==================== pattern_match_sequencer
### src/rtl/pattern_match_pkg.sv
// Shared types and helpers for the pattern match sequencer.
// Contents: FSM state encoding and the masked-compare function.
package pattern_match_pkg;

    // Widest request word the shared compare helper can handle.
    localparam int PM_MAX_W = 1024;

    typedef enum logic [1:0] {
        IDLE = 2'd0,
        SCAN = 2'd1,
        RESP = 2'd2
    } pm_state_t;

    // 1 when every care bit of data equals the pattern bit.
    // Arguments are 2-state so an unknown bit can never reach the compare.
    function automatic bit f_maskedMatch(
        input bit [PM_MAX_W-1:0] data,
        input bit [PM_MAX_W-1:0] pattern,
        input bit [PM_MAX_W-1:0] mask
    );
        return ~|((data ^ pattern) & mask);
    endfunction

endpackage

### src/rtl/pattern_match_cmp.sv
// Combinational masked compare of one table entry.
// Ports: i_data/i_pattern/i_mask (DATA_W) in, o_match out.
module pattern_match_cmp
    import pattern_match_pkg::*;
#(
    parameter int DATA_W = 32
) (
    input  logic [DATA_W-1:0] i_data,
    input  logic [DATA_W-1:0] i_pattern,
    input  logic [DATA_W-1:0] i_mask,
    output logic              o_match
);

    bit [PM_MAX_W-1:0] data_ext;
    bit [PM_MAX_W-1:0] pat_ext;
    bit [PM_MAX_W-1:0] mask_ext;

    // Zero-extend into the helper's fixed width; upper mask bits are 0
    // so the padding never affects the result.
    always_comb begin
        data_ext               = '0;
        pat_ext                = '0;
        mask_ext               = '0;
        data_ext[DATA_W-1:0]   = i_data;
        pat_ext[DATA_W-1:0]    = i_pattern;
        mask_ext[DATA_W-1:0]   = i_mask;
        o_match                = f_maskedMatch(data_ext, pat_ext, mask_ext);
    end

endmodule

### src/rtl/pattern_match_sequencer.sv
// Scans a constant pattern/mask table one entry per cycle through a single
// shared compare and reports the lowest matching index.
// Ports: i_clk, i_rst (sync, active-high), i_cg (clock gate),
//   request  i_req_valid/o_req_ready/i_req_data,
//   response o_rsp_valid/i_rsp_ready/o_rsp_hit/o_rsp_idx, o_xerr.
// Build option: define PATTERN_MATCH_XCHECK_EN to flag unknown request bits
//   on o_xerr; otherwise o_xerr is tied low.
module pattern_match_sequencer
    import pattern_match_pkg::*;
#(
    parameter int                          DATA_W   = 32,
    parameter int                          N_ENTRY  = 8,
    parameter bit [N_ENTRY-1:0][DATA_W-1:0] PATTERNS = '0,
    parameter bit [N_ENTRY-1:0][DATA_W-1:0] MASKS    = '1,
    localparam int IDX_W = (N_ENTRY > 1) ? $clog2(N_ENTRY) : 1
) (
    input  logic              i_clk,
    input  logic              i_rst,
    input  logic              i_cg,
    input  logic              i_req_valid,
    output logic              o_req_ready,
    input  logic [DATA_W-1:0] i_req_data,
    output logic              o_rsp_valid,
    input  logic              i_rsp_ready,
    output logic              o_rsp_hit,
    output logic [IDX_W-1:0]  o_rsp_idx,
    output logic              o_xerr
);

    if (N_ENTRY < 1) begin : g_bad_depth
        $error("pattern_match_sequencer: N_ENTRY must be >= 1");
    end

    if (DATA_W > PM_MAX_W) begin : g_bad_width
        $error("pattern_match_sequencer: DATA_W exceeds PM_MAX_W");
    end

    localparam logic [IDX_W-1:0] LAST_IDX = IDX_W'(N_ENTRY - 1);

    pm_state_t         state_q,   state_d;
    logic [IDX_W-1:0]  idx_q,     idx_d;
    logic [DATA_W-1:0] data_q,    data_d;
    logic              hit_q,     hit_d;
    logic [IDX_W-1:0]  rsp_idx_q, rsp_idx_d;
    logic              cmp_match;

    pattern_match_cmp #(
        .DATA_W (DATA_W)
    ) u_cmp (
        .i_data    (data_q),
        .i_pattern (PATTERNS[idx_q]),
        .i_mask    (MASKS[idx_q]),
        .o_match   (cmp_match)
    );

    always_comb begin
        state_d   = state_q;
        idx_d     = idx_q;
        data_d    = data_q;
        hit_d     = hit_q;
        rsp_idx_d = rsp_idx_q;
        if (i_cg) begin
            unique case (state_q)
                IDLE: begin
                    if (i_req_valid) begin
                        data_d  = i_req_data;
                        idx_d   = '0;
                        state_d = SCAN;
                    end
                end
                SCAN: begin
                    if (cmp_match) begin
                        hit_d     = 1'b1;
                        rsp_idx_d = idx_q;
                        state_d   = RESP;
                    end else if (idx_q == LAST_IDX) begin
                        hit_d     = 1'b0;
                        rsp_idx_d = '0;
                        state_d   = RESP;
                    end else begin
                        idx_d = idx_q + IDX_W'(1);
                    end
                end
                RESP: begin
                    if (i_rsp_ready) begin
                        state_d = IDLE;
                    end
                end
                default: state_d = IDLE;
            endcase
        end
    end

    always_ff @(posedge i_clk) begin
        if (i_rst) begin
            state_q   <= IDLE;
            idx_q     <= '0;
            data_q    <= '0;
            hit_q     <= 1'b0;
            rsp_idx_q <= '0;
        end else begin
            state_q   <= state_d;
            idx_q     <= idx_d;
            data_q    <= data_d;
            hit_q     <= hit_d;
            rsp_idx_q <= rsp_idx_d;
        end
    end

    assign o_req_ready = (state_q == IDLE);
    assign o_rsp_valid = (state_q == RESP);
    assign o_rsp_hit   = hit_q;
    assign o_rsp_idx   = rsp_idx_q;

`ifdef PATTERN_MATCH_XCHECK_EN
    logic xerr_q, xerr_d;
    logic accept;

    assign accept = i_cg & i_req_valid & (state_q == IDLE);

    // Diagnostic pulse: cleared every cycle, even while gated, so it is
    // exactly one cycle wide.
    always_comb begin
        xerr_d = 1'b0;
        if (accept && $isunknown(i_req_data)) begin
            xerr_d = 1'b1;
        end
    end

    always_ff @(posedge i_clk) begin
        if (i_rst) begin
            xerr_q <= 1'b0;
        end else begin
            xerr_q <= xerr_d;
            if (xerr_d) begin
                $error("pattern_match_sequencer: unknown bits in request %h",
                       i_req_data);
            end
        end
    end

    assign o_xerr = xerr_q;
`else
    assign o_xerr = 1'b0;
`endif

endmodule
### config.mk
export PLATFORM = sky130hd
export DESIGN_NAME = pattern_match_sequencer
export DESIGN_NICKNAME = d
export VERILOG_FILES = /design/src/rtl/pattern_match_pkg.sv /design/src/rtl/pattern_match_cmp.sv /design/src/rtl/pattern_match_sequencer.sv
export SDC_FILE = /design/constraint.sdc
export NUM_CORES = 1
export LEC_CHECK = 0
export CAP_MARGIN = 20
export CORE_MARGIN = 3
export CORE_UTILIZATION = 46
export CTS_BUF_LIST = sky130_fd_sc_hd__clkbuf_16
export DETAILED_ROUTE_END_ITERATION = 7
export GPL_TIMING_DRIVEN = 0
export PLACE_DENSITY = 0.77
export SYNTH_ARGS = -nofsm -noshare
export SYNTH_HDL_FRONTEND = slang
export SYNTH_SLANG_ARGS = --single-unit
### constraint.sdc
create_clock -name i_clk -period 2.1 [get_ports i_clk]
set_input_delay 0.42 -clock i_clk [delete_from_list [all_inputs] [get_ports i_clk]]
set_output_delay 0.42 -clock i_clk [all_outputs]
set_load 0.1 [all_outputs]
==> impl_metrics.py <==
# Metrics from the implementation run
metrics = {
    "logic_synthesis": {
        "synth-edff-count": 0,
        "ys_sh_aoi_pct": 13.85,
        "synth-async-reset-ratio_pct": 0,
        "xor_share_pct": 0,
        "top_area_cell": "dfxtp_1",
    },
    "sta": {
        "tightestPinTransition_ns": 0.9568,
        "rsz0062_at_grt": "no",
        "fin_crit_ns": 2.033,
    },
    "floorplanning": {
        "die_h_microns": 65.12,
    },
    "worst_setup_path": {
        "critPathLaunch": "state_q[1]",
        "cp-end-kind": "primary output",
        "crit_arrival_ns": 1.61,
    },
    "place": {
        "dpl_worst_slack_ns": 0.05406,
        "place_area_sq_um": 2088,
        "gp_congestion": 0.7485,
        "numPortBuffers": 42,
    },
    "finish": {
        "lay_top_count": "nand2_1",
        "nClkBuffers": 5,
        "top_area_cell_class": "flip-flops and latches",
        "buf_share_pct": 21.12,
    },
    "power_and_ir_drop": {
        "sw_frac_of_total_pct": 24.52,
        "power.internal_mw": 1.358,
        "power_clock_mw": 0.698,
    },
    "run_status": {
        "outcome": "finished clean",
    },
    "clocking": {
        "cts-htree-levels": 2,
        "clock_sinks": 41,
        "cts_setup_buffers": 0,
    },
    "flow_run": {
        "maxCapViolations": 0,
    },
    "global_routing": {
        "grt_use_met3_pct": 6.325,
    },
}
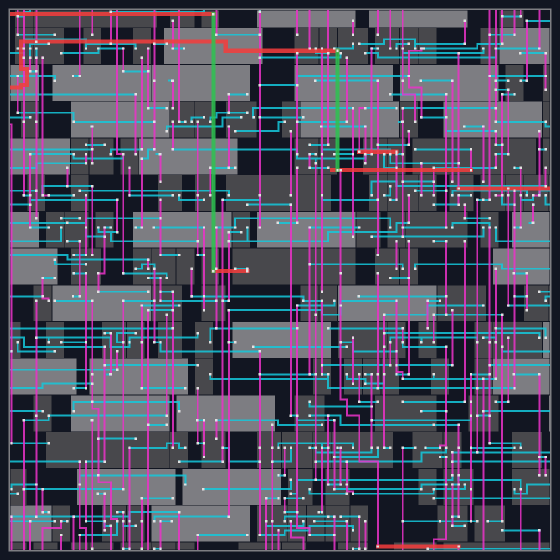
pattern_match_sequencer/closeup.png
Window x 13 to 53, y 13 to 53 microns. Cells in grey, sequential cells in the stronger grey; small squares are vias.
layer	colour
M3	red
M2	magenta
M1	cyan
M4	green
netlist names of flops here include	data_q (20), idx_q (2), state_q (2)
most frequent	nand2_1 (44), dfxtp_1 (25), a21oi_1 (19)
sequential cells in the window	25
cells with their middle in the window	133

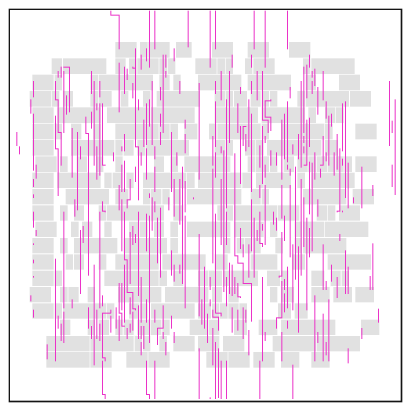
pattern_match_sequencer/m2.png
Drawn at 6 px/micron. Cells faint in the background.
wire length on this layer	1740 microns
nets with wire on the layer	224
longest straight run	23.6 microns
share of all routed wire	49%
main direction	vertical


==================== divres_bcd_converter
divres_bcd_converter/layers.png
Drawn at 3 px/micron. Only two layers are drawn.
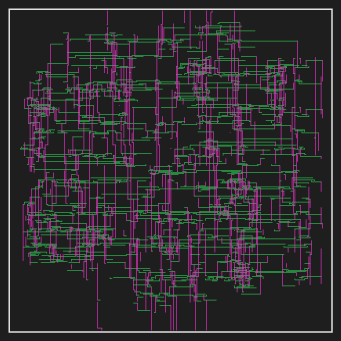
<file path="src/rtl/divres_bcd_converter_pkg.sv">
// Shared widths, iteration count and FSM state type for the divider-result BCD converter.
package divres_pkg;
  localparam int QW     = 9;
  localparam int RW     = 8;
  localparam int DIGITS = 3;
  localparam int ITER   = QW;
  localparam int BW     = 4 * DIGITS;
  localparam int MW     = QW + 1;
  localparam int CW     = $clog2(ITER + 1);

  typedef enum logic [1:0] {
    IDLE,
    SHIFT,
    DONE
  } state_t;
endpackage

</file>
<file path="src/rtl/divres_bcd_converter_add3_shift.sv">
// One double-dabble step: add 3 to every BCD digit >= 5, then shift {bcd, mag} left by one.
module bcd_add3_shift
  import divres_pkg::*;
(
  input  logic [BW-1:0] bcd,
  input  logic [MW-1:0] mag,
  output logic [BW-1:0] bcd_nxt,
  output logic [MW-1:0] mag_nxt
);

  logic [BW-1:0] adj;

  always_comb begin
    adj = bcd;
    for (int i = 0; i < DIGITS; i++) begin
      if (bcd[4*i +: 4] >= 4'd5) adj[4*i +: 4] = bcd[4*i +: 4] + 4'd3;
    end
    {bcd_nxt, mag_nxt} = {adj, mag} << 1;
  end

endmodule

</file>
<file path="src/rtl/divres_bcd_converter.sv">
// Converts the signed divider quotient/remainder into sign + packed BCD magnitude.
//   state | meaning
//   IDLE  | waiting for start; results held
//   SHIFT | double-dabble iterations, both lanes in parallel
//   DONE  | one-cycle done pulse; start ignored
module divres_bcd_converter
  import divres_pkg::*;
(
  input  logic          clk,
  input  logic          rst,
  input  logic          start,
  input  logic [QW-1:0] q,
  input  logic [RW-1:0] r,
  output logic          busy,
  output logic          done,
  output logic          q_sign,
  output logic [BW-1:0] q_bcd,
  output logic          r_sign,
  output logic [BW-1:0] r_bcd
);

  state_t        state, state_nxt;
  logic [CW-1:0] cnt;
  logic [MW-1:0] q_mag, r_mag, q_mag_nxt, r_mag_nxt, q_abs;
  logic [RW:0]   r_ext, r_abs;
  logic [BW-1:0] q_scr, r_scr, q_scr_nxt, r_scr_nxt;
  logic          q_neg, r_neg, load, last;

  // One extra bit so the most negative operand yields its true magnitude.
  assign q_abs = q[QW-1] ? (~{q[QW-1], q} + MW'(1)) : {1'b0, q};
  assign r_ext = {r[RW-1], r};
  assign r_abs = r[RW-1] ? (~r_ext + (RW+1)'(1)) : r_ext;

  bcd_add3_shift u_q_lane (.bcd(q_scr), .mag(q_mag), .bcd_nxt(q_scr_nxt), .mag_nxt(q_mag_nxt));
  bcd_add3_shift u_r_lane (.bcd(r_scr), .mag(r_mag), .bcd_nxt(r_scr_nxt), .mag_nxt(r_mag_nxt));

  always_comb begin
    state_nxt = state;
    load      = 1'b0;
    last      = 1'b0;
    case (state)
      IDLE: if (start) begin
        load      = 1'b1;
        state_nxt = SHIFT;
      end
      SHIFT: if (cnt == CW'(ITER)) begin
        last      = 1'b1;
        state_nxt = DONE;
      end
      DONE:    state_nxt = IDLE;
      default: state_nxt = IDLE;
    endcase
  end

  always_ff @(posedge clk or posedge rst) begin
    if (rst) state <= IDLE;
    else     state <= state_nxt;
  end

  always_ff @(posedge clk or posedge rst) begin
    if (rst) begin
      busy   <= 1'b0;
      done   <= 1'b0;
      q_sign <= 1'b0;
      r_sign <= 1'b0;
      q_bcd  <= '0;
      r_bcd  <= '0;
      q_neg  <= 1'b0;
      r_neg  <= 1'b0;
      q_mag  <= '0;
      r_mag  <= '0;
      q_scr  <= '0;
      r_scr  <= '0;
      cnt    <= '0;
    end else begin
      done <= last;
      if (load) begin
        q_neg <= q[QW-1];
        r_neg <= r[RW-1];
        q_mag <= q_abs;
        r_mag <= MW'(r_abs);
        q_scr <= '0;
        r_scr <= '0;
        cnt   <= '0;
        busy  <= 1'b1;
      end else if (state == SHIFT) begin
        q_scr <= q_scr_nxt;
        r_scr <= r_scr_nxt;
        q_mag <= q_mag_nxt;
        r_mag <= r_mag_nxt;
        cnt   <= cnt + CW'(1);
      end
      // Last step publishes the lane outputs directly; a zero magnitude never reports negative.
      if (last) begin
        q_bcd  <= q_scr_nxt;
        r_bcd  <= r_scr_nxt;
        q_sign <= q_neg && (q_scr_nxt != '0);
        r_sign <= r_neg && (r_scr_nxt != '0);
        busy   <= 1'b0;
      end
    end
  end

endmodule
</file>
<file path="config.mk">
export PLATFORM = sky130hd
export DESIGN_NAME = divres_bcd_converter
export DESIGN_NICKNAME = d
export VERILOG_FILES = /design/src/rtl/divres_bcd_converter_pkg.sv /design/src/rtl/divres_bcd_converter_add3_shift.sv /design/src/rtl/divres_bcd_converter.sv
export SDC_FILE = /design/constraint.sdc
export NUM_CORES = 1
export LEC_CHECK = 0
export ABC_AREA = 1
export CORE_MARGIN = 3
export CORE_UTILIZATION = 40
export DETAILED_ROUTE_END_ITERATION = 10
export DONT_BUFFER_PORTS = 1
export PLACE_DENSITY_LB_ADDON = 0.08
export SETUP_SLACK_MARGIN = 0.05
export SLEW_MARGIN = 10
export SYNTH_ARGS = -nofsm -noshare
export SYNTH_HDL_FRONTEND = slang
export SYNTH_SLANG_ARGS = --single-unit
export TNS_END_PERCENT = 1
</file>
<file path="constraint.sdc">
create_clock -name clk -period 3.66 [get_ports clk]
set_clock_uncertainty 0.2 [all_clocks]
set_input_delay 1.098 -clock clk [delete_from_list [all_inputs] [get_ports clk]]
set_output_delay 1.098 -clock clk [all_outputs]
set_load 0.1 [all_outputs]
</file>
==> impl_metrics.py <==
# Metrics from the implementation run
metrics = {
    "run_status": {
        "outcome": "finished clean",
    },
    "finish": {
        "top_area_cell_class": "flip-flops and latches",
        "combGateArea_sq_um": 1724,
        "n_all_inverters": 70,
        "nClkBuffers": 11,
        "diodes": 0,
    },
    "logic_synthesis": {
        "ys_ff": 80,
        "ys_seq_share_pct": 48.97,
        "synth-async-reset-ratio_pct": 100.0,
        "synth.cell_area_sq_um": 4088,
        "syn-num-nets": 530,
    },
    "detailed_routing": {
        "wl_mm": 8.443,
        "dr_wl_met2_mm": 3.842,
        "vias": 3177,
        "top_layer_used": "met4",
        "detail-route-antenna-nets": 0,
        "m1WireLength_mm": 4.085,
        "drt_iter0_markers": 165,
    },
    "clocking": {
        "clock_sinks": 80,
        "cts-htree-levels": 3,
        "clk_path_buf_depth": 2,
        "cts_setup_buffers": 0,
        "cts_tree": "built",
        "hold_buffers": 0,
    },
    "sta": {
        "hold_viol": 0,
        "slew_headroom_pct": 37.88,
        "worst_hold_slack_ns": 0.2882,
        "finalCritPeriodShare_pct": 71.21,
        "layout_setup_ws_ns": 1.054,
    },
    "worst_setup_path": {
        "cp-end-kind": "primary output",
        "critPathLaunch": "busy",
        "worst_ep_required_time_ns": 2.36,
    },
    "global_routing": {
        "grt-ovfl-total": 0,
        "grt_pass1_vias": 3118,
    },
    "worst_hold_path": {
        "hold_path.class": "reg2reg",
    },
}
About divres_bcd_converter/layers.png:
layer	colour	wire length
M1	green	4090 microns
M2	magenta	3840 microns


==================== spi_lcd_write_module_flat
spi_lcd_write_module_flat/placed.png
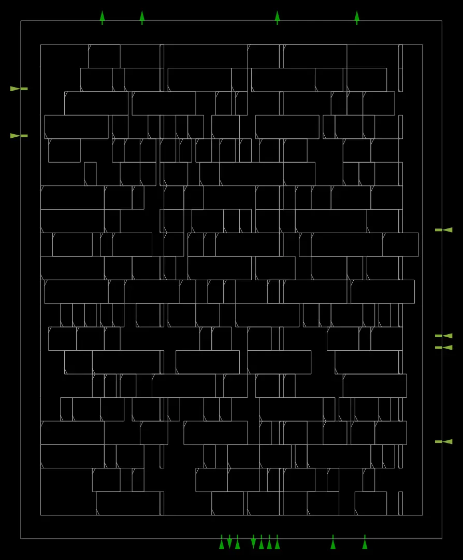
spi_lcd_write_module_flat/floorplan.png
Drawn at 8 px/micron. Pins as bars on the die edge. Tap cells in grey.
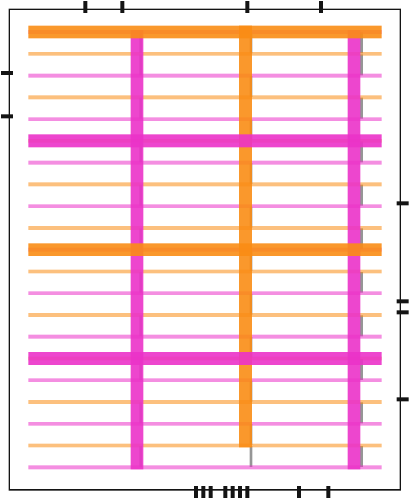
[src/rtl/spi_lcd_write_if.sv]
// Requester-side handshake for the LCD byte serialiser: a Start/Done level handshake
// that carries the 10-bit word {CS_n, A0, byte}.
interface spi_lcd_write_if;
    logic       Start_Sig;
    logic [9:0] SPI_Data;
    logic       Done_Sig;
    logic       Busy_Sig;

    modport master (output Start_Sig, SPI_Data, input Done_Sig, Busy_Sig);
    modport slave  (input Start_Sig, SPI_Data, output Done_Sig, Busy_Sig);
endinterface

[src/rtl/spi_lcd_write_module.sv]
// MSB-first byte serialiser for the 12864 LCD.
// SCLK idles high, and the LCD samples SDA on each SCLK rising edge.
//
// state | meaning
// IDLE  | CSn high, SCLK high, waiting for Start_Sig
// SETUP | chip-select setup time, HALF_DIV cycles
// LOW   | SCLK low, SDA presents the current bit
// HIGH  | SCLK high, the LCD samples the bit
// DONE  | one-cycle Done_Sig, CSn/A0/SDA held
module spi_lcd_write_module #(
    parameter int HALF_DIV = 4
) (
    input  logic              CLK,
    input  logic              RSTn,
    spi_lcd_write_if.slave    bus,
    output logic              LCD_CSn,
    output logic              LCD_A0,
    output logic              LCD_SCLK,
    output logic              LCD_SDA
);
    typedef enum logic [2:0] {IDLE, SETUP, LOW, HIGH, DONE} state_t;

    localparam logic [7:0] DIV_LOAD = 8'(HALF_DIV - 1);

    state_t     state;
    logic [7:0] div_cnt;
    logic [2:0] bit_cnt;
    logic [7:0] shift;
    logic [2:0] bit_nxt;

    assign bit_nxt = bit_cnt - 3'd1;

    always_ff @(posedge CLK) begin
        if (!RSTn) begin
            state        <= IDLE;
            div_cnt      <= '0;
            bit_cnt      <= '0;
            shift        <= '0;
            bus.Done_Sig <= 1'b0;
            bus.Busy_Sig <= 1'b0;
            LCD_CSn      <= 1'b1;
            LCD_A0       <= 1'b1;
            LCD_SCLK     <= 1'b1;
            LCD_SDA      <= 1'b0;
        end else begin
            case (state)
                IDLE: begin
                    LCD_CSn  <= 1'b1;
                    LCD_SCLK <= 1'b1;
                    if (bus.Start_Sig) begin
                        shift        <= bus.SPI_Data[7:0];
                        LCD_CSn      <= bus.SPI_Data[9];
                        LCD_A0       <= bus.SPI_Data[8];
                        bit_cnt      <= 3'd7;
                        div_cnt      <= DIV_LOAD;
                        bus.Busy_Sig <= 1'b1;
                        state        <= SETUP;
                    end
                end
                SETUP: begin
                    if (div_cnt == 8'd0) begin
                        div_cnt  <= DIV_LOAD;
                        LCD_SCLK <= 1'b0;
                        LCD_SDA  <= shift[bit_cnt];
                        state    <= LOW;
                    end else begin
                        div_cnt <= div_cnt - 8'd1;
                    end
                end
                LOW: begin
                    if (div_cnt == 8'd0) begin
                        div_cnt  <= DIV_LOAD;
                        LCD_SCLK <= 1'b1;
                        state    <= HIGH;
                    end else begin
                        div_cnt <= div_cnt - 8'd1;
                    end
                end
                HIGH: begin
                    if (div_cnt == 8'd0) begin
                        div_cnt <= DIV_LOAD;
                        if (bit_cnt == 3'd0) begin
                            bus.Done_Sig <= 1'b1;
                            state        <= DONE;
                        end else begin
                            bit_cnt  <= bit_nxt;
                            LCD_SCLK <= 1'b0;
                            LCD_SDA  <= shift[bit_nxt];
                            state    <= LOW;
                        end
                    end else begin
                        div_cnt <= div_cnt - 8'd1;
                    end
                end
                DONE: begin
                    // A0 is deliberately left alone so it keeps its last value while idle.
                    div_cnt      <= DIV_LOAD;
                    bus.Done_Sig <= 1'b0;
                    bus.Busy_Sig <= 1'b0;
                    LCD_CSn      <= 1'b1;
                    state        <= IDLE;
                end
                default: state <= IDLE;
            endcase
        end
    end
endmodule

[src/flat_wrapper.sv]
// flat-port wrapper written by rule: the top's interface ports become plain ports
module spi_lcd_write_module_flat 
#(
    parameter int HALF_DIV = 4
)
  (CLK, RSTn, LCD_CSn, LCD_A0, LCD_SCLK, LCD_SDA, bus_Start_Sig, bus_SPI_Data, bus_Done_Sig, bus_Busy_Sig);
  spi_lcd_write_if bus_i ();
  input  logic CLK;
  input  logic RSTn;
  output logic LCD_CSn;
  output logic LCD_A0;
  output logic LCD_SCLK;
  output logic LCD_SDA;
  input wire logic [$bits(bus_i.Start_Sig)-1:0] bus_Start_Sig;
  input wire logic [$bits(bus_i.SPI_Data)-1:0] bus_SPI_Data;
  output wire logic [$bits(bus_i.Done_Sig)-1:0] bus_Done_Sig;
  output wire logic [$bits(bus_i.Busy_Sig)-1:0] bus_Busy_Sig;
  assign bus_i.Start_Sig = bus_Start_Sig;
  assign bus_i.SPI_Data = bus_SPI_Data;
  assign bus_Done_Sig = bus_i.Done_Sig;
  assign bus_Busy_Sig = bus_i.Busy_Sig;
  spi_lcd_write_module #(.HALF_DIV(HALF_DIV)) u_core (.CLK(CLK), .RSTn(RSTn), .bus(bus_i), .LCD_CSn(LCD_CSn), .LCD_A0(LCD_A0), .LCD_SCLK(LCD_SCLK), .LCD_SDA(LCD_SDA));
endmodule
[config.mk]
export PLATFORM = sky130hd
export DESIGN_NAME = spi_lcd_write_module_flat
export DESIGN_NICKNAME = d
export VERILOG_FILES = /design/src/rtl/spi_lcd_write_if.sv /design/src/rtl/spi_lcd_write_module.sv /design/src/flat_wrapper.sv
export SDC_FILE = /design/constraint.sdc
export NUM_CORES = 1
export LEC_CHECK = 0
export CORE_ASPECT_RATIO = 1.25
export CORE_MARGIN = 2
export CORE_UTILIZATION = 58
export DETAILED_ROUTE_END_ITERATION = 12
export PLACE_DENSITY_LB_ADDON = 0.12
export SLEW_MARGIN = 20
export SYNTH_ARGS = -nofsm -noshare
export SYNTH_HDL_FRONTEND = slang
export SYNTH_SLANG_ARGS = --single-unit
export TNS_END_PERCENT = 20
[constraint.sdc]
create_clock -name CLK -period 4.1 [get_ports CLK]
set_input_delay 1.025 -clock CLK [delete_from_list [all_inputs] [get_ports CLK]]
set_output_delay 1.025 -clock CLK [all_outputs]
set_load 0.1 [all_outputs]
==> impl_metrics.py <==
# Metrics from the implementation run
metrics = {
    "run_status": {
        "outcome": "finished clean",
    },
    "clocking": {
        "cts-htree-levels": 1,
        "clock_sinks": 28,
        "clk_path_buf_depth": 2,
        "clk_pin_slew_ns": 0.14,
        "cts_tree": "built",
        "clockRootBuffer": "clkbuf_4",
    },
    "sta": {
        "max_freq_mhz": 350.3,
        "rsz0062_at_grt": "no",
        "drv_slew": 0,
        "setup_tns_ns": 0,
        "worst_hold_slack_ns": 0.4726,
        "setup_viol": 0,
    },
    "logic_synthesis": {
        "yosys-top-cells-count": "dfxtp_1 (28), nand2_1 (24), nor2_1 (17)",
        "yosysTopAreaCellShare_pct": 38.69,
        "synth-edff-count": 0,
        "yosysChipArea_sq_um": 1449,
        "yosysUniqueCellTypes": 45,
        "ys_ff": 28,
    },
    "flow_run": {
        "log.warning_count": 28,
        "maxCapViolations": 0,
    },
    "place": {
        "post-place-cells": 207,
    },
    "worst_setup_path": {
        "worst_ep_required_time_ns": 3.07,
        "cp_max_fo": 2,
        "critPathLaunchType": "register",
        "r2r_slack_ns": 2.21,
        "cp-end-kind": "primary output",
        "critPathLaunch": "u_core.LCD_CSn",
    },
    "finish": {
        "synthToLayoutAreaGrowth_pct": 12.78,
        "logic_gates": 122,
        "mostFrequentLayoutCells": "dfxtp_1 (28), nand2_1 (24), clkdlybuf4s50_1 (18), nor2_1 (17), nand3_1 (11)",
        "top_area_cell_class": "multi-input combinational cells",
    },
    "worst_hold_path": {
        "min_from": "u_core.LCD_SDA",
    },
    "detailed_routing": {
        "vias": 1215,
        "wl_met3_microns": 76,
        "m1WireLength_mm": 1.223,
    },
    "power_and_ir_drop": {
        "ir_drop_mv": 0.3835,
        "combinationalPower_mw": 0.500,
    },
    "global_routing": {
        "grt_use_total_pct": 22.09,
    },
}
## Picture notes: spi_lcd_write_module_flat/placed.png
# fillers: 212
fraction of area in registers: 34.30%
final core utilization: 68.02%

## Picture notes: spi_lcd_write_module_flat/floorplan.png
net	colour
VSS	magenta
VDD	orange
signal pins	19
met4 straps	3


==================== ex_mem_stage_flat
==> config.mk <==
export PLATFORM = sky130hd
export DESIGN_NAME = ex_mem_stage_flat
export DESIGN_NICKNAME = d
export VERILOG_FILES = /design/src/rtl/cpu_pkg.sv /design/src/rtl/ex_mem_stage_if.sv /design/src/rtl/ex_mem_stage_redirect_ctrl.sv /design/src/rtl/ex_mem_stage.sv /design/src/flat_wrapper.sv
export SDC_FILE = /design/constraint.sdc
export NUM_CORES = 1
export LEC_CHECK = 0
export CORE_ASPECT_RATIO = 1.2
export CORE_MARGIN = 4
export CORE_UTILIZATION = 35
export CTS_BUF_LIST = sky130_fd_sc_hd__clkbuf_2 sky130_fd_sc_hd__clkbuf_4 sky130_fd_sc_hd__clkbuf_8
export DETAILED_ROUTE_END_ITERATION = 8
export PLACE_DENSITY = 0.73
export SKIP_CTS_REPAIR_TIMING = 1
export SLEW_MARGIN = 20
export SYNTH_ARGS = -nofsm -noshare
export SYNTH_HDL_FRONTEND = slang
export SYNTH_SLANG_ARGS = --single-unit
==> constraint.sdc <==
create_clock -name clk -period 4.5 [get_ports clk]
set_input_delay 0.675 -clock clk [delete_from_list [all_inputs] [get_ports clk]]
set_output_delay 0.675 -clock clk [all_outputs]
set_load 0.05 [all_outputs]
==> src/rtl/cpu_pkg.sv <==
// Types shared by the ID/EX and EX/MEM registers: width defaults, the redirect
// FSM encoding and the control bundle.
package cpu_pkg;

   localparam int DEF_DATA_W       = 32;
   localparam int DEF_REG_AW       = 6;
   localparam int DEF_FLUSH_CYCLES = 2;

   typedef enum logic [1:0] {
      ST_IDLE      = 2'b00,
      ST_JMEM_WAIT = 2'b01,
      ST_FLUSH     = 2'b10
   } redirect_state_t;

   typedef struct packed {
      logic reg_wrt;
      logic mem_to_reg;
      logic pc_to_reg;
      logic branch_n;
      logic branch_z;
      logic jump;
      logic jump_mem;
      logic mem_read;
      logic mem_write;
   } ctrl_t;

   // Branch/jump decision on the raw incoming bundle (JumpMem is handled apart).
   function automatic logic is_taken(ctrl_t c, logic z, logic n);
      return (c.branch_z & z) | (c.branch_n & n) | c.jump;
   endfunction

endpackage

==> src/rtl/ex_mem_stage_if.sv <==
// EX/MEM bundle: control and datapath from ID/EX in, registered values and
// PC redirect out. master = upstream/driver side, slave = the EX/MEM stage.
interface ex_mem_if
   import cpu_pkg::*;
#(
   parameter int DATA_W = DEF_DATA_W,
   parameter int REG_AW = DEF_REG_AW
);
   logic              stall;
   logic              RegWrtIn, memToRegIn, PCtoRegIn, memReadIn, memWriteIn;
   logic              BranchNIn, BranchZIn, JumpIn, JumpMemIn;
   logic [DATA_W-1:0] alu_result_in;
   logic              alu_z_in, alu_n_in;
   logic [DATA_W-1:0] store_data_in;
   logic [DATA_W-1:0] target_in;
   logic [DATA_W-1:0] pc_in;
   logic [REG_AW-1:0] rd_in;
   logic [DATA_W-1:0] mem_rdata;

   logic              RegWrtOut, MemtoRegOut, PCtoRegOut, memReadOut, memWriteOut;
   logic [DATA_W-1:0] alu_result_out, store_data_out, pc_out;
   logic [REG_AW-1:0] rd_out;
   logic              pc_sel;
   logic [DATA_W-1:0] pc_target;
   logic              flush;

   modport master (
      output stall, RegWrtIn, memToRegIn, PCtoRegIn, memReadIn, memWriteIn,
             BranchNIn, BranchZIn, JumpIn, JumpMemIn, alu_result_in, alu_z_in,
             alu_n_in, store_data_in, target_in, pc_in, rd_in, mem_rdata,
      input  RegWrtOut, MemtoRegOut, PCtoRegOut, memReadOut, memWriteOut,
             alu_result_out, store_data_out, pc_out, rd_out, pc_sel, pc_target, flush
   );

   modport slave (
      input  stall, RegWrtIn, memToRegIn, PCtoRegIn, memReadIn, memWriteIn,
             BranchNIn, BranchZIn, JumpIn, JumpMemIn, alu_result_in, alu_z_in,
             alu_n_in, store_data_in, target_in, pc_in, rd_in, mem_rdata,
      output RegWrtOut, MemtoRegOut, PCtoRegOut, memReadOut, memWriteOut,
             alu_result_out, store_data_out, pc_out, rd_out, pc_sel, pc_target, flush
   );
endinterface

==> src/rtl/ex_mem_stage_redirect_ctrl.sv <==
// Redirect FSM: flush window counter, pc_sel/pc_target, memory-indirect jump wait.
// Optional perf counters under EXMEM_PERF_CNT_EN.
module redirect_ctrl
   import cpu_pkg::*;
#(
   parameter int DATA_W       = DEF_DATA_W,
   parameter int FLUSH_CYCLES = DEF_FLUSH_CYCLES
) (
   input  logic              clk,
   input  logic              rst,
   input  logic              stall,
   input  logic              taken,
   input  logic              jump_mem,
   input  logic [DATA_W-1:0] target,
   input  logic [DATA_W-1:0] mem_rdata,
   output logic              pc_sel,
   output logic [DATA_W-1:0] pc_target,
   output logic              flush
`ifdef EXMEM_PERF_CNT_EN
   ,
   output logic [31:0]       taken_cnt,
   output logic [31:0]       flush_cnt
`endif
);

   if (FLUSH_CYCLES < 1 || FLUSH_CYCLES > 7) begin : g_bad_flush_cycles
      $error("redirect_ctrl: FLUSH_CYCLES must be in 1..7");
   end

   localparam logic [2:0] CNT_INIT = 3'(FLUSH_CYCLES - 1);

   redirect_state_t state;
   logic [2:0]      cnt;
   logic            redirect_now;

   // A redirect fires either from a taken branch/jump in IDLE (JumpMem wins) or
   // when the memory-indirect target arrives.
   assign redirect_now = ((state == ST_IDLE) & ~jump_mem & taken) | (state == ST_JMEM_WAIT);

   always_ff @(negedge clk or posedge rst) begin
      if (rst) begin
         state     <= ST_IDLE;
         cnt       <= '0;
         pc_sel    <= 1'b0;
         pc_target <= '0;
         flush     <= 1'b0;
      end else if (!stall) begin
         pc_sel <= 1'b0;
         unique case (state)
            ST_IDLE: begin
               if (jump_mem) begin
                  state <= ST_JMEM_WAIT;
                  flush <= 1'b1;
               end else if (taken) begin
                  state     <= ST_FLUSH;
                  pc_target <= target;
                  pc_sel    <= 1'b1;
                  flush     <= 1'b1;
                  cnt       <= CNT_INIT;
               end
            end
            ST_JMEM_WAIT: begin
               state     <= ST_FLUSH;
               pc_target <= mem_rdata;
               pc_sel    <= 1'b1;
               cnt       <= CNT_INIT;
            end
            ST_FLUSH: begin
               if (cnt == 3'd0) begin
                  state <= ST_IDLE;
                  flush <= 1'b0;
               end else begin
                  cnt <= cnt - 3'd1;
               end
            end
            default: begin
               state <= ST_IDLE;
               flush <= 1'b0;
            end
         endcase
      end
   end

`ifdef EXMEM_PERF_CNT_EN
   always_ff @(negedge clk or posedge rst) begin
      if (rst) begin
         taken_cnt <= '0;
         flush_cnt <= '0;
      end else if (!stall) begin
         if (redirect_now && taken_cnt != '1) taken_cnt <= taken_cnt + 32'd1;
         if (flush && flush_cnt != '1)        flush_cnt <= flush_cnt + 32'd1;
      end
   end
`else
   logic unused_redirect;
   assign unused_redirect = redirect_now;
`endif

endmodule

==> src/rtl/ex_mem_stage.sv <==
// EX/MEM pipeline register (negedge capture) with branch/jump redirect and flush.
// Define EXMEM_PERF_CNT_EN to add taken_cnt/flush_cnt outputs.
module ex_mem_stage
   import cpu_pkg::*;
#(
   parameter int DATA_W       = DEF_DATA_W,
   parameter int REG_AW       = DEF_REG_AW,
   parameter int FLUSH_CYCLES = DEF_FLUSH_CYCLES
) (
   input  logic        clk,
   input  logic        rst,
   ex_mem_if.slave     bus
`ifdef EXMEM_PERF_CNT_EN
   ,
   output logic [31:0] taken_cnt,
   output logic [31:0] flush_cnt
`endif
);

   ctrl_t ctrl_in;
   logic  taken;
   logic  flush;
   logic  jmem_start;

   assign ctrl_in = '{
      reg_wrt:    bus.RegWrtIn,
      mem_to_reg: bus.memToRegIn,
      pc_to_reg:  bus.PCtoRegIn,
      branch_n:   bus.BranchNIn,
      branch_z:   bus.BranchZIn,
      jump:       bus.JumpIn,
      jump_mem:   bus.JumpMemIn,
      mem_read:   bus.memReadIn,
      mem_write:  bus.memWriteIn
   };

   assign taken = is_taken(ctrl_in, bus.alu_z_in, bus.alu_n_in);
   // flush is low only in IDLE, so this is exactly "JumpMem accepted this edge".
   assign jmem_start = ctrl_in.jump_mem & ~flush;
   assign bus.flush  = flush;

   redirect_ctrl #(
      .DATA_W       (DATA_W),
      .FLUSH_CYCLES (FLUSH_CYCLES)
   ) u_redirect (
      .clk       (clk),
      .rst       (rst),
      .stall     (bus.stall),
      .taken     (taken),
      .jump_mem  (ctrl_in.jump_mem),
      .target    (bus.target_in),
      .mem_rdata (bus.mem_rdata),
      .pc_sel    (bus.pc_sel),
      .pc_target (bus.pc_target),
      .flush     (flush)
`ifdef EXMEM_PERF_CNT_EN
      ,
      .taken_cnt (taken_cnt),
      .flush_cnt (flush_cnt)
`endif
   );

   // NOTE: state is written with <= so every register samples pre-edge values.
   always_ff @(negedge clk or posedge rst) begin
      if (rst) begin
         bus.RegWrtOut      <= 1'b0;
         bus.MemtoRegOut    <= 1'b0;
         bus.PCtoRegOut     <= 1'b0;
         bus.memReadOut     <= 1'b0;
         bus.memWriteOut    <= 1'b0;
         bus.alu_result_out <= '0;
         bus.store_data_out <= '0;
         bus.pc_out         <= '0;
         bus.rd_out         <= '0;
      end else if (!bus.stall) begin
         bus.RegWrtOut      <= ctrl_in.reg_wrt & ~flush;
         bus.MemtoRegOut    <= ctrl_in.mem_to_reg;
         bus.PCtoRegOut     <= ctrl_in.pc_to_reg;
         bus.memReadOut     <= (ctrl_in.mem_read & ~flush) | jmem_start;
         bus.memWriteOut    <= ctrl_in.mem_write & ~flush;
         bus.alu_result_out <= bus.alu_result_in;
         bus.store_data_out <= bus.store_data_in;
         bus.pc_out         <= bus.pc_in;
         bus.rd_out         <= bus.rd_in;
      end
   end

endmodule

==> src/flat_wrapper.sv <==
// flat-port wrapper written by rule: the top's interface ports become plain ports
module ex_mem_stage_flat import cpu_pkg::*;
#(
   parameter int DATA_W       = DEF_DATA_W,
   parameter int REG_AW       = DEF_REG_AW,
   parameter int FLUSH_CYCLES = DEF_FLUSH_CYCLES
)
  (clk, rst, bus_stall, bus_RegWrtIn, bus_memToRegIn, bus_PCtoRegIn, bus_memReadIn, bus_memWriteIn, bus_BranchNIn, bus_BranchZIn, bus_JumpIn, bus_JumpMemIn, bus_alu_result_in, bus_alu_z_in, bus_alu_n_in, bus_store_data_in, bus_target_in, bus_pc_in, bus_rd_in, bus_mem_rdata, bus_RegWrtOut, bus_MemtoRegOut, bus_PCtoRegOut, bus_memReadOut, bus_memWriteOut, bus_alu_result_out, bus_store_data_out, bus_pc_out, bus_rd_out, bus_pc_sel, bus_pc_target, bus_flush);
  ex_mem_if #(.DATA_W(DATA_W), .REG_AW(REG_AW)) bus_i ();
  input  logic clk;
  input  logic rst;
  input wire logic [$bits(bus_i.stall)-1:0] bus_stall;
  input wire logic [$bits(bus_i.RegWrtIn)-1:0] bus_RegWrtIn;
  input wire logic [$bits(bus_i.memToRegIn)-1:0] bus_memToRegIn;
  input wire logic [$bits(bus_i.PCtoRegIn)-1:0] bus_PCtoRegIn;
  input wire logic [$bits(bus_i.memReadIn)-1:0] bus_memReadIn;
  input wire logic [$bits(bus_i.memWriteIn)-1:0] bus_memWriteIn;
  input wire logic [$bits(bus_i.BranchNIn)-1:0] bus_BranchNIn;
  input wire logic [$bits(bus_i.BranchZIn)-1:0] bus_BranchZIn;
  input wire logic [$bits(bus_i.JumpIn)-1:0] bus_JumpIn;
  input wire logic [$bits(bus_i.JumpMemIn)-1:0] bus_JumpMemIn;
  input wire logic [$bits(bus_i.alu_result_in)-1:0] bus_alu_result_in;
  input wire logic [$bits(bus_i.alu_z_in)-1:0] bus_alu_z_in;
  input wire logic [$bits(bus_i.alu_n_in)-1:0] bus_alu_n_in;
  input wire logic [$bits(bus_i.store_data_in)-1:0] bus_store_data_in;
  input wire logic [$bits(bus_i.target_in)-1:0] bus_target_in;
  input wire logic [$bits(bus_i.pc_in)-1:0] bus_pc_in;
  input wire logic [$bits(bus_i.rd_in)-1:0] bus_rd_in;
  input wire logic [$bits(bus_i.mem_rdata)-1:0] bus_mem_rdata;
  output wire logic [$bits(bus_i.RegWrtOut)-1:0] bus_RegWrtOut;
  output wire logic [$bits(bus_i.MemtoRegOut)-1:0] bus_MemtoRegOut;
  output wire logic [$bits(bus_i.PCtoRegOut)-1:0] bus_PCtoRegOut;
  output wire logic [$bits(bus_i.memReadOut)-1:0] bus_memReadOut;
  output wire logic [$bits(bus_i.memWriteOut)-1:0] bus_memWriteOut;
  output wire logic [$bits(bus_i.alu_result_out)-1:0] bus_alu_result_out;
  output wire logic [$bits(bus_i.store_data_out)-1:0] bus_store_data_out;
  output wire logic [$bits(bus_i.pc_out)-1:0] bus_pc_out;
  output wire logic [$bits(bus_i.rd_out)-1:0] bus_rd_out;
  output wire logic [$bits(bus_i.pc_sel)-1:0] bus_pc_sel;
  output wire logic [$bits(bus_i.pc_target)-1:0] bus_pc_target;
  output wire logic [$bits(bus_i.flush)-1:0] bus_flush;
  assign bus_i.stall = bus_stall;
  assign bus_i.RegWrtIn = bus_RegWrtIn;
  assign bus_i.memToRegIn = bus_memToRegIn;
  assign bus_i.PCtoRegIn = bus_PCtoRegIn;
  assign bus_i.memReadIn = bus_memReadIn;
  assign bus_i.memWriteIn = bus_memWriteIn;
  assign bus_i.BranchNIn = bus_BranchNIn;
  assign bus_i.BranchZIn = bus_BranchZIn;
  assign bus_i.JumpIn = bus_JumpIn;
  assign bus_i.JumpMemIn = bus_JumpMemIn;
  assign bus_i.alu_result_in = bus_alu_result_in;
  assign bus_i.alu_z_in = bus_alu_z_in;
  assign bus_i.alu_n_in = bus_alu_n_in;
  assign bus_i.store_data_in = bus_store_data_in;
  assign bus_i.target_in = bus_target_in;
  assign bus_i.pc_in = bus_pc_in;
  assign bus_i.rd_in = bus_rd_in;
  assign bus_i.mem_rdata = bus_mem_rdata;
  assign bus_RegWrtOut = bus_i.RegWrtOut;
  assign bus_MemtoRegOut = bus_i.MemtoRegOut;
  assign bus_PCtoRegOut = bus_i.PCtoRegOut;
  assign bus_memReadOut = bus_i.memReadOut;
  assign bus_memWriteOut = bus_i.memWriteOut;
  assign bus_alu_result_out = bus_i.alu_result_out;
  assign bus_store_data_out = bus_i.store_data_out;
  assign bus_pc_out = bus_i.pc_out;
  assign bus_rd_out = bus_i.rd_out;
  assign bus_pc_sel = bus_i.pc_sel;
  assign bus_pc_target = bus_i.pc_target;
  assign bus_flush = bus_i.flush;
  ex_mem_stage #(.DATA_W(DATA_W), .REG_AW(REG_AW), .FLUSH_CYCLES(FLUSH_CYCLES)) u_core (.clk(clk), .rst(rst), .bus(bus_i));
endmodule
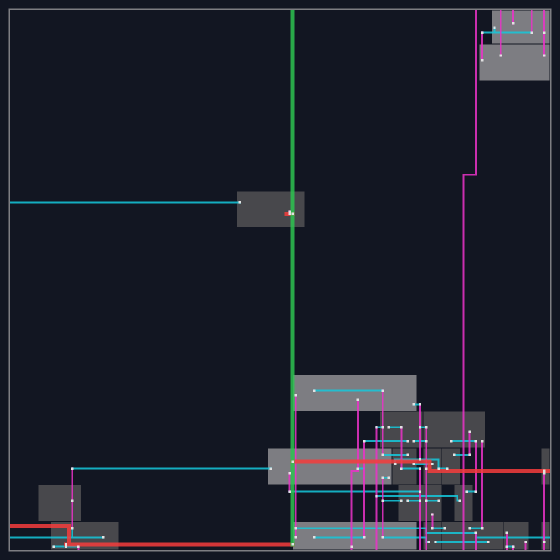
ex_mem_stage_flat/closeup.png
Window x 43 to 83, y 55 to 95 microns. Cells in grey, sequential cells in the stronger grey; small squares are vias.
layer	colour
M1	cyan
M2	magenta
M4	green
M3	red
cells with their middle in the window	17
sequential cells in the window	4
netlist names of flops here include	u_core.u_redirect.cnt (3), u_core.bus.PCtoRegOut (1)
most frequent	dfrtn_1 (4), inv_1 (3)

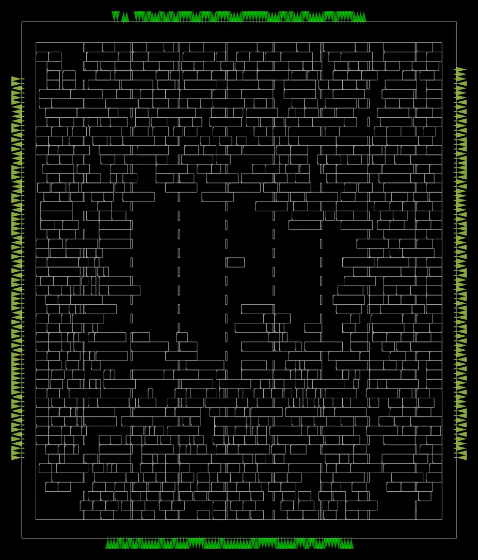
ex_mem_stage_flat/placed.png
fraction of area in registers: 37.41%
seq_cells: 146
TAP cells: 212
final core utilization: 59.56%
FP Rows: 51

==> impl_metrics.py <==
# Metrics from the implementation run
metrics = {
    "logic_synthesis": {
        "yosysUniqueCellTypes": 28,
        "synth.most_common_cell": "dfrtn_1",
        "synthAdderAreaFrac_pct": 0.4240,
        "ys_warn_count": 0,
        "avgSynthCellArea_sq_um": 14.33,
        "logic_family": "multiplexers",
        "top_area_cell": "dfrtn_1",
        "ys.flop_type": "dfrtn_1",
        "ys_ff": 146,
        "synth.cell_area_sq_um": 5902,
    },
    "power_and_ir_drop": {
        "p_clk_share_pct": 23.5,
        "finalPower_mw": 4.926,
        "power_clock_mw": 1.16,
    },
    "finish": {
        "logic_gates": 237,
        "combGateArea_sq_um": 2078,
        "regArea_sq_um": 3654,
        "comb_area_share_pct": 21.28,
        "layout-drive-gt1-share_pct": 33.47,
    },
    "global_routing": {
        "antenna_found_initial": 0,
        "grt-ovfl-total": 0,
        "grt_use_met3_pct": 6.494,
    },
    "run_status": {
        "outcome": "finished clean",
    },
    "worst_setup_path": {
        "worstPathCellList": "clkdlybuf4s50_1 -> a221oi_2 -> a2111o_2 -> buf_4 -> buf_4 -> o21ai_2",
        "r2r_cells": 4,
        "cp-end-kind": "register",
        "cp.depth": 6,
        "critPathLaunch": "bus_BranchZIn",
    },
    "clocking": {
        "cts_made_buffers": 17,
        "cts-htree-levels": 4,
        "clock.latency.late_pin_ns": 0.39,
        "clock_sinks": 146,
    },
    "sta": {
        "setup_tns_ns": 0,
        "slew_headroom_pct": 26.29,
        "skew_ns": 0.003573,
        "setup_viol": 0,
    },
    "worst_hold_path": {
        "hold_path.class": "reg2reg",
    },
    "floorplanning": {
        "die_x_microns": 126.5,
        "die_h_microns": 150.3,
        "fp_util_pct": 35.99,
    },
    "place": {
        "dpl_worst_slack_ns": -0.1342,
        "place_area_sq_um": 9175,
    },
    "detailed_routing": {
        "drc": 0,
        "m1WireLength_mm": 5.968,
    },
    "flow_run": {
        "log.warning_count": 27,
    },
}
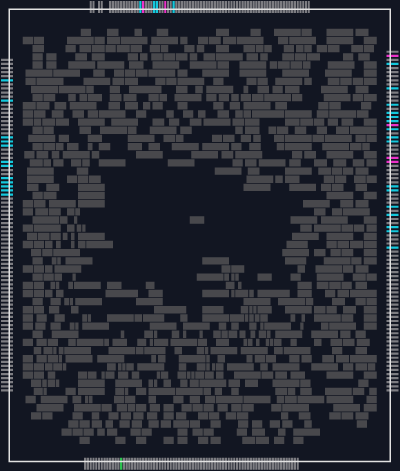
ex_mem_stage_flat/pinout.png
Drawn at 3 px/micron. Pins as bars across the die edge, other pins in grey.
port	colour	pins	direction	edge
bus_pc_in	cyan	32	input	16 east, 12 west, 4 north
bus_JumpIn	green	1	input	south
bus_rd_out	magenta	6	output	4 east, 2 north


==================== pipeline_dump_tx
pipeline_dump_tx/pinout.png
Drawn at 3 px/micron. Pins as bars across the die edge, other pins in grey.
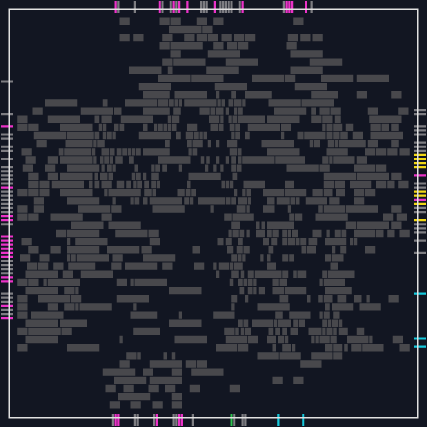
pipeline_dump_tx/placed.png
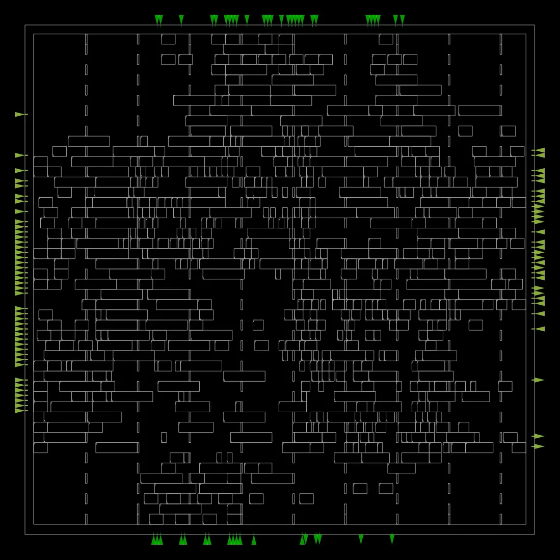
## src/rtl/pipeline_dump_tx.sv

```systemverilog
// Freezes the pipeline, snapshots PC/cycle count and streams them plus the register file
// as a byte frame (HEADER, PC, CYCLE, REG[0..NUM_REGS-1], MSB first) on a valid/ready port.
`timescale 1ns/1ps
module pipeline_dump_tx #(
    parameter int          NUM_REGS = 32,
    parameter logic [7:0]  HEADER   = 8'hA5
) (
    input  logic        clk,
    input  logic        reset,
    input  logic        start_i,
    input  logic [31:0] pc_i,
    input  logic [31:0] cycle_i,
    output logic [4:0]  reg_addr_o,
    input  logic [31:0] reg_data_i,
    output logic [7:0]  tx_data_o,
    output logic        tx_valid_o,
    input  logic        tx_ready_i,
    output logic        ena_o,
    output logic        busy_o,
    output logic        done_o
);

    typedef enum logic [2:0] {
        IDLE,
        HDR,
        PC,
        CYC,
        FETCH,
        REG,
        DONE
    } state_t;

    localparam logic [4:0] LAST_IDX = 5'(NUM_REGS - 1);

    state_t      state;
    logic [1:0]  cnt;
    logic [4:0]  idx;
    logic [31:0] shreg;
    logic [31:0] pc_q;
    logic [31:0] cyc_q;

    always_ff @(posedge clk) begin
        if (reset) begin
            state      <= IDLE;
            tx_valid_o <= 1'b0;
            tx_data_o  <= 8'h00;
            reg_addr_o <= 5'd0;
            ena_o      <= 1'b1;
            busy_o     <= 1'b0;
            done_o     <= 1'b0;
            cnt        <= 2'd0;
            idx        <= 5'd0;
        end else begin
            done_o <= 1'b0;
            case (state)
                IDLE: begin
                    if (start_i) begin
                        pc_q       <= pc_i;
                        cyc_q      <= cycle_i;
                        state      <= HDR;
                        busy_o     <= 1'b1;
                        ena_o      <= 1'b0;
                        tx_valid_o <= 1'b1;
                        tx_data_o  <= HEADER;
                        idx        <= 5'd0;
                    end
                end
                HDR: begin
                    if (tx_ready_i) begin
                        state     <= PC;
                        shreg     <= pc_q;
                        tx_data_o <= pc_q[31:24];
                        cnt       <= 2'd0;
                    end
                end
                PC, CYC, REG: begin
                    if (tx_ready_i) begin
                        if (cnt != 2'd3) begin
                            // next byte of the current word comes from the shift register
                            cnt       <= cnt + 2'd1;
                            shreg     <= {shreg[23:0], 8'h00};
                            tx_data_o <= shreg[23:16];
                        end else if (state == PC) begin
                            state     <= CYC;
                            shreg     <= cyc_q;
                            tx_data_o <= cyc_q[31:24];
                            cnt       <= 2'd0;
                        end else if (state == CYC) begin
                            state      <= FETCH;
                            tx_valid_o <= 1'b0;
                            reg_addr_o <= idx;
                        end else if (idx == LAST_IDX) begin
                            state      <= DONE;
                            tx_valid_o <= 1'b0;
                            done_o     <= 1'b1;
                            ena_o      <= 1'b1;
                            busy_o     <= 1'b0;
                        end else begin
                            state      <= FETCH;
                            tx_valid_o <= 1'b0;
                            idx        <= idx + 5'd1;
                            reg_addr_o <= idx + 5'd1;
                        end
                    end
                end
                FETCH: begin
                    // read port is combinational from reg_addr_o, so data is valid now
                    shreg      <= reg_data_i;
                    tx_data_o  <= reg_data_i[31:24];
                    tx_valid_o <= 1'b1;
                    cnt        <= 2'd0;
                    state      <= REG;
                end
                DONE: begin
                    idx   <= 5'd0;
                    state <= IDLE;
                end
                default: state <= IDLE;
            endcase
        end
    end

endmodule

```

## config.mk

```make
export PLATFORM = sky130hd
export DESIGN_NAME = pipeline_dump_tx
export DESIGN_NICKNAME = d
export VERILOG_FILES = /design/src/rtl/pipeline_dump_tx.sv
export SDC_FILE = /design/constraint.sdc
export NUM_CORES = 1
export LEC_CHECK = 0
export CORE_MARGIN = 2
export CORE_UTILIZATION = 30
export CTS_BUF_LIST = sky130_fd_sc_hd__clkbuf_16
export DETAILED_ROUTE_END_ITERATION = 10
export GPL_TIMING_DRIVEN = 0
export PLACE_DENSITY = 0.62
export RECOVER_POWER = 100
export SLEW_MARGIN = 30
export SYNTH_ARGS = -nofsm -noshare
export SYNTH_HDL_FRONTEND = slang
export SYNTH_SLANG_ARGS = --single-unit
```

## constraint.sdc

```tcl
create_clock -name clk -period 3.2 [get_ports clk]
set_input_delay 0.32 -clock clk [delete_from_list [all_inputs] [get_ports clk]]
set_output_delay 0.32 -clock clk [all_outputs]
set_load 0.01 [all_outputs]
```

==> impl_metrics.py <==
# Metrics from the implementation run
metrics = {
    "logic_synthesis": {
        "syn-num-nets": 557,
        "yosysTopAreaCellShare_pct": 50.79,
        "top_area_cell": "edfxtp_1",
        "synthAdderAreaFrac_pct": 0.7215,
        "syn-instance-count": 454,
    },
    "worst_setup_path": {
        "r2r_cells": 8,
        "cp_num_buf_inv": 4,
        "cpMaxStageDelayCell": "a21oi_1",
    },
    "worst_hold_path": {
        "worstHoldPathCells": 2,
        "min_from": "cnt[1]",
    },
    "clocking": {
        "clk_path_buf_depth": 2,
        "clock.latency.late_pin_ns": 0.42,
    },
    "sta": {
        "drv_slew": 0,
        "max_freq_mhz": 402.1,
        "fin_crit_ns": 2.487,
    },
    "run_status": {
        "outcome": "finished clean",
    },
    "detailed_routing": {
        "top_layer_used": "met4",
    },
    "power_and_ir_drop": {
        "p_leak_nw": 2.548,
        "p_seq_mw": 1.81,
    },
    "finish": {
        "layout.nets": 693,
        "logic_gates": 290,
        "diodes": 1,
    },
    "place": {
        "gp_congestion": 0.8334,
    },
    "global_routing": {
        "grt_pass1_vias": 4139,
    },
}
About pipeline_dump_tx/pinout.png:
port	colour	pins	direction	edge
cycle_i	magenta	32	input	14 west, 11 north, 5 south, 2 east
reg_addr_o	cyan	5	output	3 east, 2 south
start_i	green	1	input	south
tx_data_o	yellow	8	output	east
all pins by edge	42 west, 30 east, 27 north, 18 south
Port Buf Inserts: 115
die width: 135.7 microns
die extent in y: 135.7 microns

About pipeline_dump_tx/placed.png:
post-route insts no fill: 829
TAP cells: 225
FP Rows: 48



==> screenshots <==
Met2 routing.
picture 1
Drawn at 3 px/micron. Cells faint in the background.
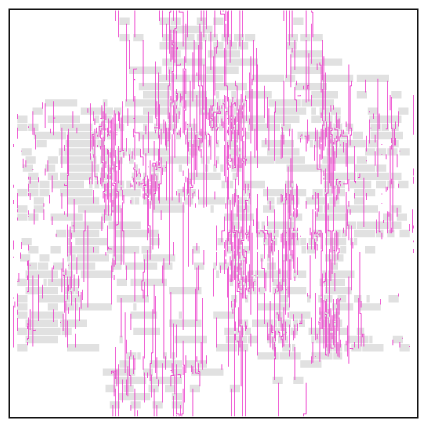
picture 2
Drawn at 3 px/micron. Cells faint in the background.
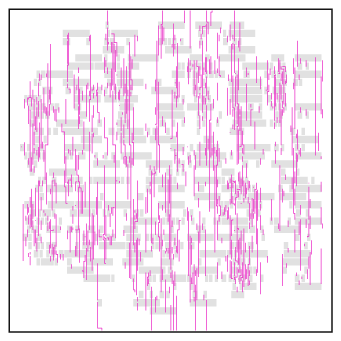
picture 3
Drawn at 6 px/micron. Cells faint in the background.
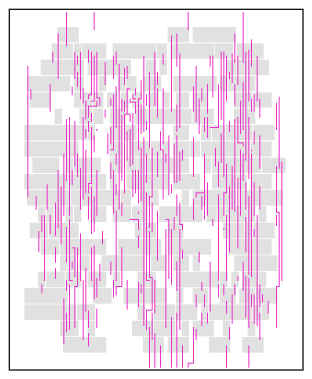
picture 4
Drawn at 2 px/micron. Cells faint in the background.
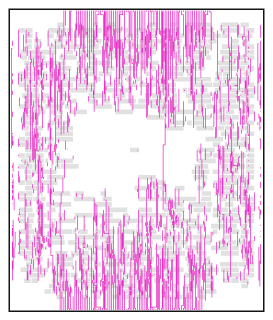
spi_lcd_write_module_flat -> picture 3
divres_bcd_converter -> picture 2
pipeline_dump_tx -> picture 1
ex_mem_stage_flat -> picture 4
Of these, smallest die: picture 3

Key to picture 4:
wire length on this layer	8900 microns
main direction	vertical
nets with wire on the layer	836
longest straight run	57.1 microns
share of all routed wire	53%

